# fetch_stage

fetch_stage, M3 wires:
(3 px per um)
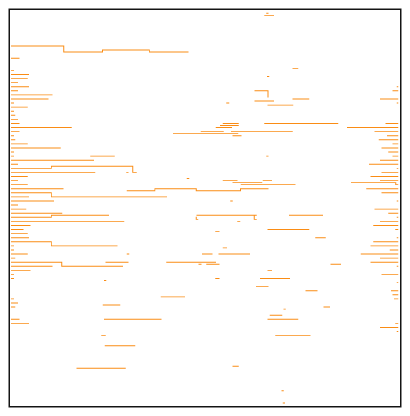

===== src/rtl/rv32i_pkg.sv =====
// Shared RV32I pipeline definitions: NOP encoding, default reset PC and the IF/ID register layout.
package rv32i_pkg;

    localparam logic [31:0] NOP              = 32'h0000_0013;
    localparam logic [31:0] DEFAULT_RESET_PC = 32'h0000_0000;

    typedef struct packed {
        logic        valid;
        logic [31:0] instr;
        logic [31:0] pc;
        logic [31:0] pc_plus4;
        logic        fault;
    } ifid_t;

    // Reset value and redirect bubble share one encoding.
    localparam ifid_t IFID_BUBBLE = '{
        valid:    1'b0,
        instr:    NOP,
        pc:       32'h0000_0000,
        pc_plus4: 32'h0000_0000,
        fault:    1'b0
    };

endpackage


===== src/rtl/fetch_pc_reg.sv =====
// Program counter with priority next-PC selection: reset, redirect, stall, then sequential +4.
// Alignment of redirect targets depends on FETCH_MISALIGN_TRAP_EN.
module fetch_pc_reg
    import rv32i_pkg::*;
#(
    parameter logic [31:0] RESET_PC = DEFAULT_RESET_PC
) (
    input  logic        clk,
    input  logic        rst,
    input  logic        stall_i,
    input  logic        redirect_valid_i,
    input  logic [31:0] redirect_pc_i,
    output logic [31:0] pc_o,
    output logic [31:0] pc_plus4_o
);

    logic [31:0] r_pc;
    logic [31:0] w_target;
    logic [31:0] w_pc_plus4;
    logic [31:0] w_pc_next;

`ifdef FETCH_MISALIGN_TRAP_EN
    // Misaligned targets are kept so the IF/ID capture can flag them.
    assign w_target = redirect_pc_i;
`else
    assign w_target = redirect_pc_i & ~32'h0000_0003;
`endif

    assign w_pc_plus4 = r_pc + 32'd4;

    always_comb begin
        w_pc_next = w_pc_plus4;
        if (redirect_valid_i) begin
            w_pc_next = w_target;
        end else if (stall_i) begin
            w_pc_next = r_pc;
        end
    end

    always_ff @(posedge clk or posedge rst) begin
        if (rst) begin
            r_pc <= RESET_PC;
        end else begin
            r_pc <= w_pc_next;
        end
    end

    assign pc_o       = r_pc;
    assign pc_plus4_o = w_pc_plus4;

endmodule


===== src/rtl/fetch_stage.sv =====
// RV32I instruction-fetch stage: PC register, combinational imem address and the IF/ID register.
// Optional misaligned-target fault is enabled by defining FETCH_MISALIGN_TRAP_EN.
module fetch_stage
    import rv32i_pkg::*;
#(
    parameter logic [31:0] RESET_PC   = DEFAULT_RESET_PC,
    parameter int          IMEM_BYTES = 4096
) (
    input  logic        clk,
    input  logic        rst,
    input  logic        stall_i,
    input  logic        redirect_valid_i,
    input  logic [31:0] redirect_pc_i,
    output logic [31:0] inst_addr_o,
    input  logic [31:0] inst_data_i,
    output logic        ifid_valid_o,
    output logic [31:0] ifid_instr_o,
    output logic [31:0] ifid_pc_o,
    output logic [31:0] ifid_pc_plus4_o,
    output logic        ifid_fault_o
);

    localparam logic [31:0] IMEM_LIMIT = 32'(IMEM_BYTES);

    logic [31:0] w_pc;
    logic [31:0] w_pc_plus4;
    logic        w_access_fault;
    logic        w_misalign_fault;
    logic        w_fault;
    ifid_t       w_capture;
    ifid_t       r_ifid;

    fetch_pc_reg #(
        .RESET_PC (RESET_PC)
    ) u_pc_reg (
        .clk              (clk),
        .rst              (rst),
        .stall_i          (stall_i),
        .redirect_valid_i (redirect_valid_i),
        .redirect_pc_i    (redirect_pc_i),
        .pc_o             (w_pc),
        .pc_plus4_o       (w_pc_plus4)
    );

    assign inst_addr_o    = w_pc;
    assign w_access_fault = (w_pc >= IMEM_LIMIT);

`ifdef FETCH_MISALIGN_TRAP_EN
    assign w_misalign_fault = (w_pc[1:0] != 2'b00);
`else
    assign w_misalign_fault = 1'b0;
`endif

    assign w_fault = w_access_fault | w_misalign_fault;

    // A faulting fetch still occupies a valid slot so the trap is raised downstream.
    always_comb begin
        w_capture.valid    = 1'b1;
        w_capture.instr    = w_fault ? NOP : inst_data_i;
        w_capture.pc       = w_pc;
        w_capture.pc_plus4 = w_pc_plus4;
        w_capture.fault    = w_fault;
    end

    // Priority: reset, redirect (beats stall), stall hold, capture.
    always_ff @(posedge clk or posedge rst) begin
        if (rst) begin
            r_ifid <= IFID_BUBBLE;
        end else if (redirect_valid_i) begin
            r_ifid <= IFID_BUBBLE;
        end else if (!stall_i) begin
            r_ifid <= w_capture;
        end
    end

    assign ifid_valid_o    = r_ifid.valid;
    assign ifid_instr_o    = r_ifid.instr;
    assign ifid_pc_o       = r_ifid.pc;
    assign ifid_pc_plus4_o = r_ifid.pc_plus4;
    assign ifid_fault_o    = r_ifid.fault;

endmodule


===== config.mk =====
export PLATFORM = sky130hd
export DESIGN_NAME = fetch_stage
export DESIGN_NICKNAME = d
export VERILOG_FILES = /design/src/rtl/rv32i_pkg.sv /design/src/rtl/fetch_pc_reg.sv /design/src/rtl/fetch_stage.sv
export SDC_FILE = /design/constraint.sdc
export NUM_CORES = 1
export LEC_CHECK = 0
export CORE_AREA = 2 2 128 130
export DETAILED_ROUTE_END_ITERATION = 7
export DIE_AREA = 0 0 130 132
export PLACE_DENSITY_LB_ADDON = 0.12
export SYNTH_ARGS = -nofsm -noshare
export SYNTH_HDL_FRONTEND = slang
export SYNTH_SLANG_ARGS = --single-unit

===== constraint.sdc =====
create_clock -name clk -period 5.4 [get_ports clk]
set_input_delay 1.08 -clock clk [delete_from_list [all_inputs] [get_ports clk]]
set_output_delay 1.08 -clock clk [all_outputs]
set_load 0.1 [all_outputs]

# byte_or_serial_tx

$ cat config.mk
export PLATFORM = sky130hd
export DESIGN_NAME = byte_or_serial_tx
export DESIGN_NICKNAME = d
export VERILOG_FILES = /design/src/rtl/byte_or_pkg.sv /design/src/rtl/byte_or_serial_tx.sv
export SDC_FILE = /design/constraint.sdc
export NUM_CORES = 1
export LEC_CHECK = 0
export CAP_MARGIN = 20
export CELL_PAD_IN_SITES_DETAIL_PLACEMENT = 0
export CELL_PAD_IN_SITES_GLOBAL_PLACEMENT = 1
export CORE_UTILIZATION = 41
export DETAILED_ROUTE_END_ITERATION = 7
export GPL_ROUTABILITY_DRIVEN = 0
export PLACE_DENSITY_LB_ADDON = 0.1
export SLEW_MARGIN = 20
export SYNTH_ARGS = -nofsm -noshare
export SYNTH_HDL_FRONTEND = slang
export SYNTH_SLANG_ARGS = --single-unit
$ cat constraint.sdc
create_clock -name clk -period 1.8 [get_ports clk]
set_input_delay 0.18 -clock clk [delete_from_list [all_inputs] [get_ports clk]]
set_output_delay 0.18 -clock clk [all_outputs]
set_load 0.01 [all_outputs]
$ cat src/rtl/byte_or_pkg.sv
// Shared definitions for the byte-OR serial datapath.
// Contents: default operand width and the FSM state encoding. PARITY keeps its
// encoding even in builds where the parity state is never entered.
package byte_or_pkg;

   localparam int unsigned DEFAULT_WIDTH = 8;

   typedef enum logic [1:0] {
      IDLE   = 2'd0,
      SHIFT  = 2'd1,
      PARITY = 2'd2,
      DONE   = 2'd3
   } state_t;

endpackage

$ cat src/rtl/byte_or_serial_tx.sv
// Bit-serial transmitter for the bitwise OR of two operand words.
// Accepts B_in1/B_in2 via in_valid/in_ready, shifts the OR result out LSB-first
// on bit_out/bit_valid, then pulses frame_end while B_out shows the full result.
// Optional feature: define BYTE_OR_PARITY_EN to append an even-parity bit.
// Ports:
//   clk, rst           clock, asynchronous active-high reset
//   B_in1, B_in2       operands, sampled on accept
//   in_valid/in_ready  operand handshake (ready only in IDLE)
//   bit_out/bit_valid  serial result bit and its qualifier
//   frame_end          one-cycle pulse after the last frame bit
//   B_out              reassembled result, held until the next frame_end
module byte_or_serial_tx
   import byte_or_pkg::*;
#(
   parameter int unsigned WIDTH = DEFAULT_WIDTH
) (
   input  logic             clk,
   input  logic             rst,
   input  logic [WIDTH-1:0] B_in1,
   input  logic [WIDTH-1:0] B_in2,
   input  logic             in_valid,
   output logic             in_ready,
   output logic             bit_out,
   output logic             bit_valid,
   output logic             frame_end,
   output logic [WIDTH-1:0] B_out
);

   localparam int unsigned CW = (WIDTH > 1) ? $clog2(WIDTH) : 1;
   localparam logic [CW-1:0] LAST = CW'(WIDTH - 1);

   state_t           state, state_nxt;
   logic [WIDTH-1:0] sh1, sh2, acc, acc_nxt;
   logic [CW-1:0]    cnt;
   logic             cur_bit;

   // Current result bit and the accumulator after absorbing it from the MSB side
   always_comb begin
      cur_bit = sh1[0] | sh2[0];
      acc_nxt = {cur_bit, acc[WIDTH-1:1]};
   end

   // State register
   always_ff @(posedge clk or posedge rst) begin
      if (rst) state <= IDLE;
      else     state <= state_nxt;
   end

   // Next-state logic
   always_comb begin
      state_nxt = state;
      case (state)
         IDLE:    if (in_valid) state_nxt = SHIFT;
         SHIFT: begin
            if (cnt == LAST) begin
`ifdef BYTE_OR_PARITY_EN
               state_nxt = PARITY;
`else
               state_nxt = DONE;
`endif
            end
         end
         PARITY:  state_nxt = DONE;
         DONE:    state_nxt = IDLE;
         default: state_nxt = IDLE;
      endcase
   end

   // Moore outputs decoded from the state register
   always_comb begin
      in_ready  = 1'b0;
      bit_valid = 1'b0;
      bit_out   = 1'b0;
      frame_end = 1'b0;
      case (state)
         IDLE:   in_ready = 1'b1;
         SHIFT: begin
            bit_valid = 1'b1;
            bit_out   = cur_bit;
         end
         PARITY: begin
            bit_valid = 1'b1;
            bit_out   = ^acc;
         end
         DONE:   frame_end = 1'b1;
         default: ;
      endcase
   end

   // Operand shift registers, accumulator, bit counter and result register.
   // B_out is loaded on the edge entering DONE so it changes together with frame_end.
   always_ff @(posedge clk or posedge rst) begin
      if (rst) begin
         sh1   <= '0;
         sh2   <= '0;
         acc   <= '0;
         cnt   <= '0;
         B_out <= '0;
      end else begin
         case (state)
            IDLE: begin
               if (in_valid) begin
                  sh1 <= B_in1;
                  sh2 <= B_in2;
                  acc <= '0;
                  cnt <= '0;
               end
            end
            SHIFT: begin
               sh1 <= sh1 >> 1;
               sh2 <= sh2 >> 1;
               acc <= acc_nxt;
               // Saturate on the last bit so the counter never wraps inside a frame
               if (cnt != LAST) cnt <= cnt + CW'(1);
`ifndef BYTE_OR_PARITY_EN
               if (cnt == LAST) B_out <= acc_nxt;
`endif
            end
            PARITY:  B_out <= acc;
            default: ;
         endcase
      end
   end

endmodule

# rx_trig_deframer

**src/rtl/rx_trig_deframer.sv**
```systemverilog
// rx_trig_deframer
// Per-lane receive stage behind one Aurora streaming RX lane.
// - Hunts for trigger-frame headers.
// - Collects PAYLOAD_WORDS payload words.
// - Checks an XOR checksum trailer.
// - Presents each good frame as one wide word on a valid/ready interface.
// The lane has no backpressure, so a good frame that cannot be delivered is
// dropped and counted.
//
// Ports:
//   user_clk       lane user clock, all logic on rising edge
//   reset_n        synchronous active-low reset
//   channel_up     Aurora channel status, low forces resynchronisation
//   rx_d           received word
//   rx_src_rdy_n   active-low word valid
//   trig_data      frame payload, word k at [32k+31:32k]
//   trig_seq       header bits [15:0] of the delivered frame
//   trig_valid     frame available
//   trig_ready     consumer accepts the frame
//   in_frame       high while collecting payload/trailer
//   frame_err_cnt  checksum failures (saturating)
//   seq_gap_cnt    sequence discontinuities (saturating)
//   overflow_cnt   good frames dropped because output was occupied (saturating)
//
// state   | meaning
// --------+----------------------------------------------------
// HUNT    | discard words until one carries HEADER_MAGIC
// PAYLOAD | store payload words, accumulate checksum
// TRAILER | compare next word against checksum, then back to HUNT

module rx_trig_deframer #(
    parameter int          PAYLOAD_WORDS = 4,
    parameter logic [15:0] HEADER_MAGIC  = 16'hBE11,
    parameter int          CNT_W         = 16
) (
    input  logic                       user_clk,
    input  logic                       reset_n,
    input  logic                       channel_up,
    input  logic [31:0]                rx_d,
    input  logic                       rx_src_rdy_n,
    output logic [32*PAYLOAD_WORDS-1:0] trig_data,
    output logic [15:0]                trig_seq,
    output logic                       trig_valid,
    input  logic                       trig_ready,
    output logic                       in_frame,
    output logic [CNT_W-1:0]           frame_err_cnt,
    output logic [CNT_W-1:0]           seq_gap_cnt,
    output logic [CNT_W-1:0]           overflow_cnt
);

    localparam int IDX_W = (PAYLOAD_WORDS > 1) ? $clog2(PAYLOAD_WORDS) : 1;
    localparam logic [IDX_W-1:0] LAST_IDX = IDX_W'(PAYLOAD_WORDS - 1);

    typedef enum logic [1:0] {
        HUNT    = 2'd0,
        PAYLOAD = 2'd1,
        TRAILER = 2'd2
    } state_t;

    state_t           state;
    state_t           state_nx;
    logic [IDX_W-1:0] idx;
    logic [31:0]      csum;
    logic [15:0]      seq;
    logic [31:0]      pbuf [PAYLOAD_WORDS];
    logic [15:0]      last_seq;
    logic             seq_known;

    logic acc;
    logic hdr_hit;
    logic frame_good;
    logic frame_bad;
    logic load_ok;
    logic seq_gap;

    assign acc     = !rx_src_rdy_n && channel_up;
    // The output register can take a new frame if it is empty or being
    // emptied on this very edge.
    assign load_ok = !trig_valid || trig_ready;
    assign seq_gap = frame_good && seq_known && (seq != 16'(last_seq + 16'd1));

    function automatic logic [CNT_W-1:0] sat_inc(input logic [CNT_W-1:0] c);
        return (&c) ? c : c + 1'b1;
    endfunction

    always_comb begin
        state_nx   = state;
        hdr_hit    = 1'b0;
        frame_good = 1'b0;
        frame_bad  = 1'b0;
        if (!channel_up) begin
            state_nx = HUNT;
        end else if (acc) begin
            case (state)
                HUNT: begin
                    if (rx_d[31:16] == HEADER_MAGIC) begin
                        hdr_hit  = 1'b1;
                        state_nx = PAYLOAD;
                    end
                end
                PAYLOAD: begin
                    if (idx == LAST_IDX) begin
                        state_nx = TRAILER;
                    end
                end
                TRAILER: begin
                    state_nx = HUNT;
                    if (rx_d == csum) begin
                        frame_good = 1'b1;
                    end else begin
                        frame_bad = 1'b1;
                    end
                end
                default: state_nx = HUNT;
            endcase
        end
    end

    always_ff @(posedge user_clk) begin
        if (!reset_n) begin
            state         <= HUNT;
            idx           <= '0;
            csum          <= '0;
            seq           <= '0;
            for (int k = 0; k < PAYLOAD_WORDS; k++) begin
                pbuf[k] <= '0;
            end
            last_seq      <= '0;
            seq_known     <= 1'b0;
            trig_data     <= '0;
            trig_seq      <= '0;
            trig_valid    <= 1'b0;
            in_frame      <= 1'b0;
            frame_err_cnt <= '0;
            seq_gap_cnt   <= '0;
            overflow_cnt  <= '0;
        end else begin
            state    <= state_nx;
            in_frame <= (state_nx == PAYLOAD) || (state_nx == TRAILER);

            if (hdr_hit) begin
                seq  <= rx_d[15:0];
                csum <= rx_d;
                idx  <= '0;
            end else if (acc && state == PAYLOAD) begin
                pbuf[idx] <= rx_d;
                csum      <= csum ^ rx_d;
                if (idx != LAST_IDX) begin
                    idx <= idx + 1'b1;
                end
            end

            if (frame_good && load_ok) begin
                for (int k = 0; k < PAYLOAD_WORDS; k++) begin
                    trig_data[32*k +: 32] <= pbuf[k];
                end
                trig_seq   <= seq;
                trig_valid <= 1'b1;
            end else if (trig_valid && trig_ready) begin
                trig_valid <= 1'b0;
            end

            // Sequence tracking covers dropped good frames too.
            if (frame_good) begin
                last_seq  <= seq;
                seq_known <= 1'b1;
            end

            if (frame_bad) begin
                frame_err_cnt <= sat_inc(frame_err_cnt);
            end
            if (seq_gap) begin
                seq_gap_cnt <= sat_inc(seq_gap_cnt);
            end
            if (frame_good && !load_ok) begin
                overflow_cnt <= sat_inc(overflow_cnt);
            end
        end
    end

endmodule

```
**config.mk**
```make
export PLATFORM = sky130hd
export DESIGN_NAME = rx_trig_deframer
export DESIGN_NICKNAME = d
export VERILOG_FILES = /design/src/rtl/rx_trig_deframer.sv
export SDC_FILE = /design/constraint.sdc
export NUM_CORES = 1
export LEC_CHECK = 0
export ABC_AREA = 1
export CAP_MARGIN = 20
export CORE_MARGIN = 2
export CORE_UTILIZATION = 45
export DETAILED_ROUTE_END_ITERATION = 8
export PLACE_DENSITY = 0.78
export SYNTH_ARGS = -nofsm -noshare
export SYNTH_HDL_FRONTEND = slang
export SYNTH_SLANG_ARGS = --single-unit
```
**constraint.sdc**
```tcl
create_clock -name user_clk -period 7.05 [get_ports user_clk]
set_input_delay 2.115 -clock user_clk [delete_from_list [all_inputs] [get_ports user_clk]]
set_output_delay 2.115 -clock user_clk [all_outputs]
set_load 0.01 [all_outputs]
```
rx_trig_deframer, signal wires on met2:
(1.5 px per um) Cells faint in the background.
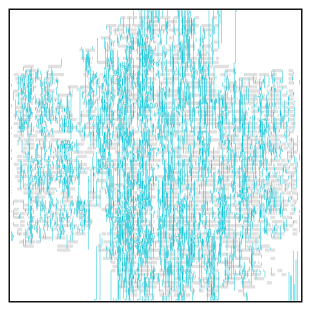
- longest straight run: 50.3 um
- nets with wire on the layer: 1767
- share of all routed wire: 45%

rx_trig_deframer, met4 routing:
(2 px per um) Supply wires on this layer in gray.
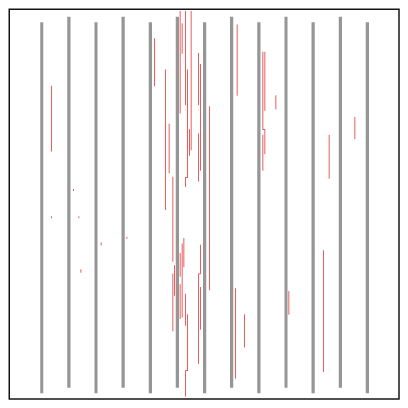
- main direction: vertical
- share of all routed wire: 2.8%

==> deck_impl_summary.md, rx_trig_deframer <==
Key Metrics from the Run

Status
  • Outcome: finished clean

Drt
  • Wire per inst: between 15 and 20 um
  • Starting DRT DRC Count: 1068
  • Via count: around 14000

Setup path
  • Startpoint types: input pin
  • R2r setup slk: 4.03 ns

Synthesis
  • Ys flop type: dfxtp_1
  • Register area share after synthesis: between 50% and 60%
  • Aoi share: between 10% and 20%

STA
  • Fin worst setup slack: ~2.3 ns
  • RSZ-0062 raised after global routing: false

Cells and area
  • FF/Latch Area: 9110 sq um
  • Layout fillers: between 3000 and 4000

GRT
  • Met3 GRT Util: under 10%

Placed design
  • Worst slack, placed: 1.77 ns
  • Post-place instance area: 18800 sq um

CTS
  • Clock slew at reported path FFs: 0.06 ns

Floorplan
  • Ports: 231

Pwr
  • Flop pwr share: between 50% and 60%
## rx_trig_deframer: power by group through the flow
| stage | Combinational, mW | Clock, mW | Sequential [mW] |
|---|---|---|---|
| 2_1_floorplan | 0.0726 | 0 | 2.40 |
| 6_report | 0.137 | 2.10 | 2.36 |
| 3_5_place_dp | 0.135 | 0 | 2.41 |
| 3_3_place_gp | 0.130 | 0 | 2.41 |
| 4_1_cts | 0.136 | 2.14 | 2.36 |
| 5_1_grt | 0.150 | 2.22 | 2.36 |
fetch_stage, met4 routing:
(3 px per um) Supply wires on this layer in gray.
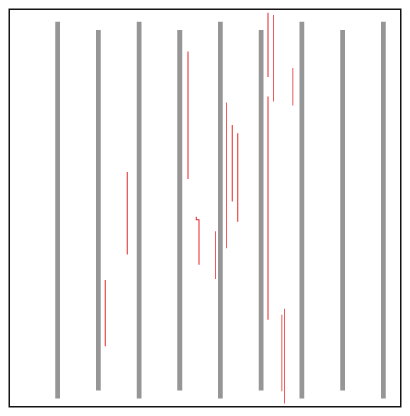
- nets with wire on the layer: 11
- wire length on this layer: 418 um

About 'M3 wires' of fetch_stage:
- wire length on this layer: 1250 um
- main direction: horizontal
- share of all routed wire: 7.0%
- longest straight run: 38.4 um

==> deck_impl_summary.md, fetch_stage <==
Key Metrics from the Run

Drt
  • Routed wl met2: around 8300 um
  • M1 WL: about 7800 um
  • DRT Pass-1 Iters: 4
  • Wire per inst: 17.8 um
  • Starting DRT DRC Count: 355
  • WL final: approximately 18000 um
  • Uppermost routed layer: met4

STA
  • Setup TNS: 0 ns
  • WHS: between 0.4 and 0.5 ns
  • Final Critical Period: 3.44 ns
  • Fmax: just under 0.3 GHz
  • Final Hold Vio Count: 0
  • Slew margin rel.: about a third

Pwr
  • Clock Power Share: between 30% and 40%
  • Sw Share: about 35%
  • Cell Pwr Density: 348 nW/um^2
  • Max power group: the clock network
  • Clock Power: 1.19 mW
  • Peak supply drop: around 0.2 mV

Floorplan
  • CORE AREA: about 16000 sq um
  • Height of the chip: roughly 130 um
  • Die Span X: 130 um
  • Std-Cell Rows: ~46

Setup path
  • Worst path bufs/invs: 1
  • Worst Path Arrival: between 2 and 2.5 ns
  • Critical R2R Launch: u_pc_reg.pc_o[3]$_DFFE_PP0N_
  • R2r setup slk: 2.67 ns
  • Peak fanout along the critical path: 15
  • Crit-path max cell delay: 1.27 ns
  • WP data required: approximately 4.3 ns
  • Worst-path cell chain: clkdlybuf4s50_1
  • Startpoint types: flip-flop

Cells and area
  • Nets: 844
  • Top Layout Cells: clkdlybuf4s50_1, dfrtp_1, nor2_1
  • Area growth from synthesis to layout: 41.5%
  • Non-filler cells, final: between 1000 and 1500
  • FF/Latch Area: between 3000 and 4000 sq um
  • Commonest Layout Cell: clkdlybuf4s50_1
  • Fin util: about 56%
  • Combinational Area: 2670 sq um

CTS
  • Max Root-Sink Buffers: 2
  • Latency at later pin: between 0.4 and 0.5 ns
  • Sink Count: approximately 130
  • CTS tree: done
  • Cts bufs inserted: 17

Synthesis
  • Fa+ha+maj area frac: less than 1%
  • Most frequent cells after synthesis: dfrtp_1, nor2_1, nand2_1
  • Mux share: ~4.1%
  • Ys flop type: dfrtp_1
  • Warnings, synthesis: 0
  • EDFF count, synth: 0
  • Synth area leader: dfrtp_1

Placed design
  • PortBufs: between 150 and 200
  • Placed cell count: 971
  • DP HPWL: 12000 um

Min path
  • Hold Crit Depth: 1
  • Hold Path Sink: ifid_pc_plus4_o[22]$_DFFE_PP0N_

GRT
  • Most used routing layer: met2
  • First-pass GRT wire length: approximately 29000 um
  • Number of global-route vias before repair: between 5000 and 6000

Flow run
  • Tool Warnings: 30

Status
  • Outcome: finished clean
fetch_stage: state kept, by name, indices dropped and copies added, names as in the netlist:
| register | flops |
|---|---|
| ifid_fault_o | 1 |
| ifid_instr_o | 32 |
| ifid_pc_o | 31 |
| ifid_pc_plus4_o | 30 |
| ifid_valid_o | 1 |
| u_pc_reg.pc_o | 30 |
fetch_stage: area by class of cell:
class	instances	area share, %
Timing Repair Buffer	201	22.7
Clock inverter	10	1.56
Inverter	14	0.631
Tap cell	216	3.10
Multi-Input combinational cell	415	30.5
Clock buffer	22	5.55
Sequential cell	125	35.9
byte_or_serial_tx, pin map:
(6 px per um) Pins as bars across the die edge, other pins in gray.
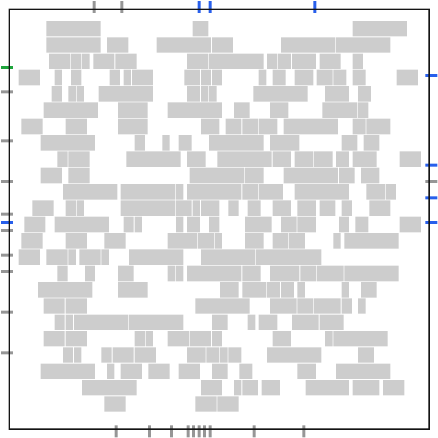
- green: clk (pins 1; direction input; edge left)
- blue: B_out (pins 8; direction output; edge 4 right, 3 top, 1 left)
- all pins by edge: 11 left, 10 bottom, 5 top, 5 right

byte_or_serial_tx, placed standard cells:
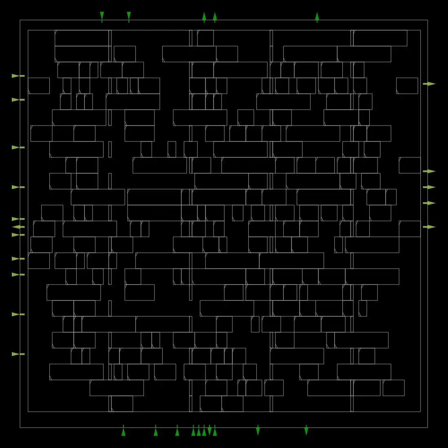
fin util: 56.4%
Layout fillers: 395

==> deck_impl_summary.md, byte_or_serial_tx <==
Key Metrics from the Run

GRT
  • GR Util All Layers: a little under a fifth
  • GRT overflow: 0
  • Met3 GRT Util: slightly above 3%

Cells and area
  • Area growth from synthesis to layout: 31.4%
  • Commonest Layout Cell: dfrtp_1
  • Nets: roughly 250
  • Top Layout Cells: dfrtp_1, clkdlybuf4s50_1, nand2_1

Synthesis
  • Synth unique cells: 28
  • Mux share: 11.6%
  • Synth Area in XOR/XNOR: under 10%
  • EDFF count, synth: 0
  • Ys async rst share: 100%
  • Area leader share: between 40% and 50%
  • Yosys simple share: between 9 and 10%
  • Yosys Instances: about 180
  • Biggest area cells: dfrtp_1, mux2i_1, a22o_1, nand2_1, ha_1
  • Most frequent cell after synthesis: dfrtp_1

Drt
  • DRT Pass-1 Iters: 4
  • M1 WL: 1810 um
  • Uppermost routed layer: met4
  • Starting DRT DRC Count: between 70 and 80

STA
  • Final Critical Period: approximately 1.7 ns
  • Fin. max-slew vios: 0
  • RSZ-0062 raised after global routing: false
  • Final Hold Vio Count: 0
  • Fin worst setup slack: roughly 0.085 ns

Pwr
  • NetSw: 1.89 mW
  • Proportion of power drawn by combinational gates: about 54%
  • Internal power: a little over 3 mW
  • Peak supply drop: 0.622 mV
  • Clock Power Share: between 10% and 20%
  • Sw Share: 38.2%
  • Clock Power: 762 uW

Floorplan
  • Core Util at FP: 42.9%
  • Die Span X: approximately 70 um
  • Std-Cell Rows: 24
  • Ports: 31

Status
  • Outcome: finished clean

CTS
  • # resized after CTS: 4
  • Max Root-Sink Buffers: 2
  • Hold buffer count at CTS: 0
  • Root Buffer: clkbuf_8

Setup path
  • Reg-to-Reg End: state[1]$_DFFE_PP0P_
  • Worst-path cell chain: inv_1, ha_4, clkdlybuf4s50_1
  • Startpoint types: flip-flop
  • Crit end category: output port

Placed design
  • Post-place instance area: 2330 sq um
  • Worst slack, placed: 0.0440 ns
  • Placed cell count: approximately 270

Min path
  • HP Class: in2async

Flow run
  • Tool Warnings: 30
byte_or_serial_tx: final cells by class:
type | instances | area [sq um] | share of cell area (%)
inverters | 3 | 11.3 | 0.455
flip-flops and latches | 37 | 926 | 37.4
repair buffers | 48 | 442 | 17.9
clock buffers | 6 | 82.6 | 3.34
multi-input cells | 127 | 910 | 36.8
clock inverters | 2 | 37.5 | 1.52
well taps | 52 | 65.1 | 2.63

# ctrl_regfile

==> config.mk <==
export PLATFORM = sky130hd
export DESIGN_NAME = ctrl_regfile
export DESIGN_NICKNAME = d
export VERILOG_FILES = /design/src/rtl/ctrl_regfile.sv
export SDC_FILE = /design/constraint.sdc
export NUM_CORES = 1
export LEC_CHECK = 0
export CELL_PAD_IN_SITES_DETAIL_PLACEMENT = 2
export CELL_PAD_IN_SITES_GLOBAL_PLACEMENT = 2
export CORE_MARGIN = 4
export CORE_UTILIZATION = 42
export CTS_BUF_LIST = sky130_fd_sc_hd__clkbuf_8 sky130_fd_sc_hd__clkbuf_16
export DETAILED_ROUTE_END_ITERATION = 7
export DONT_BUFFER_PORTS = 1
export PLACE_DENSITY = 0.78
export SETUP_SLACK_MARGIN = 0.4
export SYNTH_ARGS = -nofsm -noshare
export SYNTH_HDL_FRONTEND = slang
export SYNTH_SLANG_ARGS = --single-unit
==> constraint.sdc <==
create_clock -name clk -period 5.91 [get_ports clk]
set_input_delay 0.591 -clock clk [delete_from_list [all_inputs] [get_ports clk]]
set_output_delay 0.591 -clock clk [all_outputs]
set_load 0.01 [all_outputs]
==> src/rtl/ctrl_regfile.sv <==
// Dual-read, single-write register file holding the FIR sample delay line and MAC scratch words.
// Reads are registered; a same-cycle write is visible to the read (write-to-read bypass).
module ctrl_regfile #(
   parameter int unsigned AW = 3,
   parameter int unsigned DW = 16
) (
   input  logic          clk,
   input  logic          rst,
   input  logic          we_i,
   input  logic          new_smp_i,
   input  logic [AW-1:0] ard_i,
   input  logic [DW-1:0] wdata_i,
   input  logic          re_i,
   input  logic [AW-1:0] ar1_i,
   input  logic [AW-1:0] ar2_i,
   output logic [DW-1:0] rd1_o,
   output logic [DW-1:0] rd2_o,
   output logic          rvalid_o,
   output logic          rd1_init_o,
   output logic          rd2_init_o,
   output logic [AW:0]   smp_cnt_o
);

   localparam int unsigned Depth = 2 ** AW;
   localparam logic [AW:0] CntMax = Depth[AW:0];
   localparam logic [AW:0] CntOne = {{AW{1'b0}}, 1'b1};

   logic [Depth-1:0][DW-1:0] mem_q, mem_d;
   logic [Depth-1:0]         wf_q, wf_d;
   logic [AW:0]              smp_cnt_q, smp_cnt_d;
   logic [DW-1:0]            rd1_q, rd2_q;
   logic                     rvalid_q, rd1_init_q, rd2_init_q;

   // Post-write view of storage; reads index this so the bypass comes for free.
   always_comb begin
      mem_d     = mem_q;
      wf_d      = wf_q;
      smp_cnt_d = smp_cnt_q;
      if (we_i && new_smp_i) begin
         mem_d = {mem_q[Depth-2:0], wdata_i};
         wf_d  = {wf_q[Depth-2:0], 1'b1};
         if (smp_cnt_q != CntMax) begin
            smp_cnt_d = smp_cnt_q + CntOne;
         end
      end else if (we_i) begin
         mem_d[ard_i] = wdata_i;
         wf_d[ard_i]  = 1'b1;
      end
   end

   // Storage words are deliberately left uncleared by reset.
   always_ff @(posedge clk) begin
      if (!rst) begin
         mem_q <= mem_d;
      end
   end

   always_ff @(posedge clk) begin
      if (rst) begin
         wf_q       <= '0;
         smp_cnt_q  <= '0;
         rvalid_q   <= 1'b0;
         rd1_q      <= '0;
         rd2_q      <= '0;
         rd1_init_q <= 1'b0;
         rd2_init_q <= 1'b0;
      end else begin
         wf_q      <= wf_d;
         smp_cnt_q <= smp_cnt_d;
         rvalid_q  <= re_i;
         if (re_i) begin
            rd1_q      <= mem_d[ar1_i];
            rd2_q      <= mem_d[ar2_i];
            rd1_init_q <= wf_d[ar1_i];
            rd2_init_q <= wf_d[ar2_i];
         end
      end
   end

   assign rd1_o      = rd1_q;
   assign rd2_o      = rd2_q;
   assign rvalid_o   = rvalid_q;
   assign rd1_init_o = rd1_init_q;
   assign rd2_init_o = rd2_init_q;
   assign smp_cnt_o  = smp_cnt_q;

endmodule

==> deck_impl_summary.md <==
Key Metrics from the Run

Status
  • Outcome: finished clean

Pwr
  • Clock Power Share: about 36%
  • Internal power: approximately 2.3 mW
  • Power, Total: 3.29 mW
  • P_leak: about 4.4 nW
  • Max power group: registers
  • Peak supply drop: roughly 0.14 mV
  • Flop pwr share: 46.9%

Synthesis
  • EDFF count, synth: between 100 and 150
  • Synthesized area: about 11000 sq um
  • Aoi share: between 20% and 30%
  • Post-synthesis net count: ~1200
  • Synth Area in XOR/XNOR: less than 1%
  • Register area share after synthesis: between 40% and 50%
  • Ys async rst share: 0%
  • Mux share: between 10% and 20%

STA
  • Setup violations, final: 0
  • Fin. max-slew vios: 0
  • Slew margin rel.: a little under a fifth
  • WHS: 0.212 ns
  • Layout Skew: roughly 0.009 ns

Min path
  • HP Start: rst

CTS
  • Cts bufs inserted: 17
  • Post-CTS Setup Inserts: 0
  • Max Root-Sink Buffers: 2
  • H-tree depth: 4
  • CTS tree: done
  • Hold buffer count at CTS: 0

Setup path
  • Worst Path Arrival: 3.08 ns
  • Worst setup path category: in2reg
  • Crit end category: flip-flop
  • Startpoint types: input pin
  • CP endpoint: rd1_o[7]$_SDFFE_PP0P_

Cells and area
  • Area-dominant class: multi-input combinational cells
  • Nets: ~1100
  • Combinational Area: 5680 sq um
  • Inverters: about 40

Floorplan
  • Core Util at FP: between 40% and 50%
  • Die area: 29200 sq um
  • Ports: slightly below 70

Placed design
  • DP HPWL: between 20000 and 30000 um
  • PortBufs: 0

Drt
  • Vias per Instance: 7.17
  • Via count: ~10000
==> worst reg2reg max path: cells and delay by family (launching register included) <==
| family | cells | cell delay [ns] |
|---|---|---|
| AOI/OAI and AO/OA | 4 | 0.90 |
| DFF | 1 | 0.38 |
| and+or+nand+nor | 1 | 0.51 |
==> registers in the layout (all words and copies together) (netlist names) <==
register,flops
rd2_o,16
rd1_init_o,1
rd1_o,16
wf_q,8
rd2_init_o,1
smp_cnt_o,4
mem_q,128
rvalid_o,1
==> layer usage <==
metal,GRT usage [%],vias up
li1,-,4349
met1,44.2,5396
met2,50.8,506
met3,5.73,77
met4,9.23,0
met5,0,-
ctrl_regfile, the metal 1 layer:
(2 px per um) Supply wires on this layer in gray.
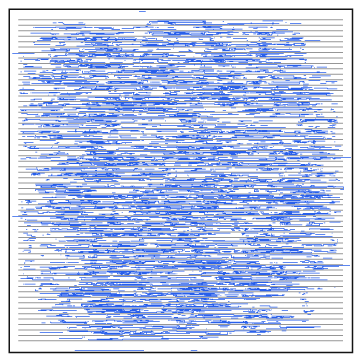
- main direction: horizontal
- share of all routed wire: 42%
- wire length on this layer: 19900 um
- nets with wire on the layer: 1078

ctrl_regfile, signal wires on met2:
(1.5 px per um) Cells faint in the background.
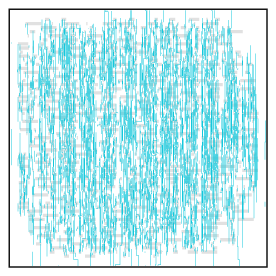
- share of all routed wire: 47%
- nets with wire on the layer: 1042
- wire length on this layer: 21.9 mm
- main direction: vertical
- longest straight run: 88.9 um

ctrl_regfile, M3 wires:
(2 px per um)
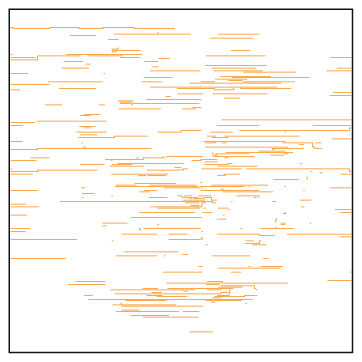
- nets with wire on the layer: 140
- main direction: horizontal



==> layout pictures side by side <==
The metal 1 layer.
picture 1
(2 px per um) Supply wires on this layer in gray.
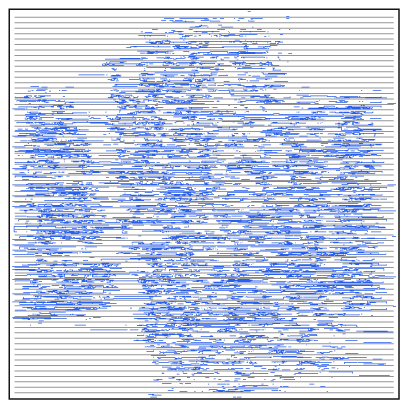
picture 2
(6 px per um) Supply wires on this layer in gray.
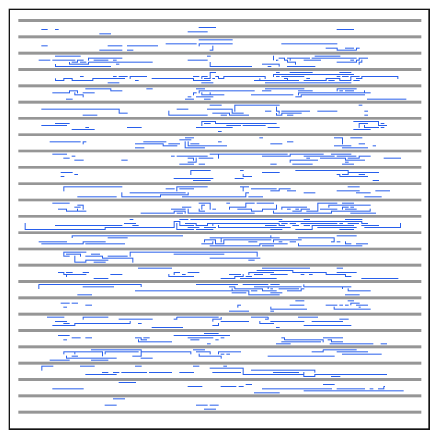
picture 3
(3 px per um) Supply wires on this layer in gray.
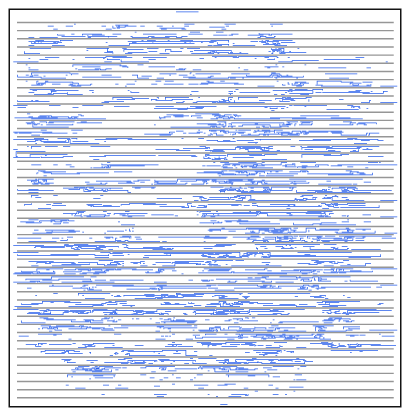
| from | picture |
|---|---|
| rx_trig_deframer | picture 1 |
| fetch_stage | picture 3 |
| byte_or_serial_tx | picture 2 |

No activity file was given, so power comes from the tool's default toggle rates.
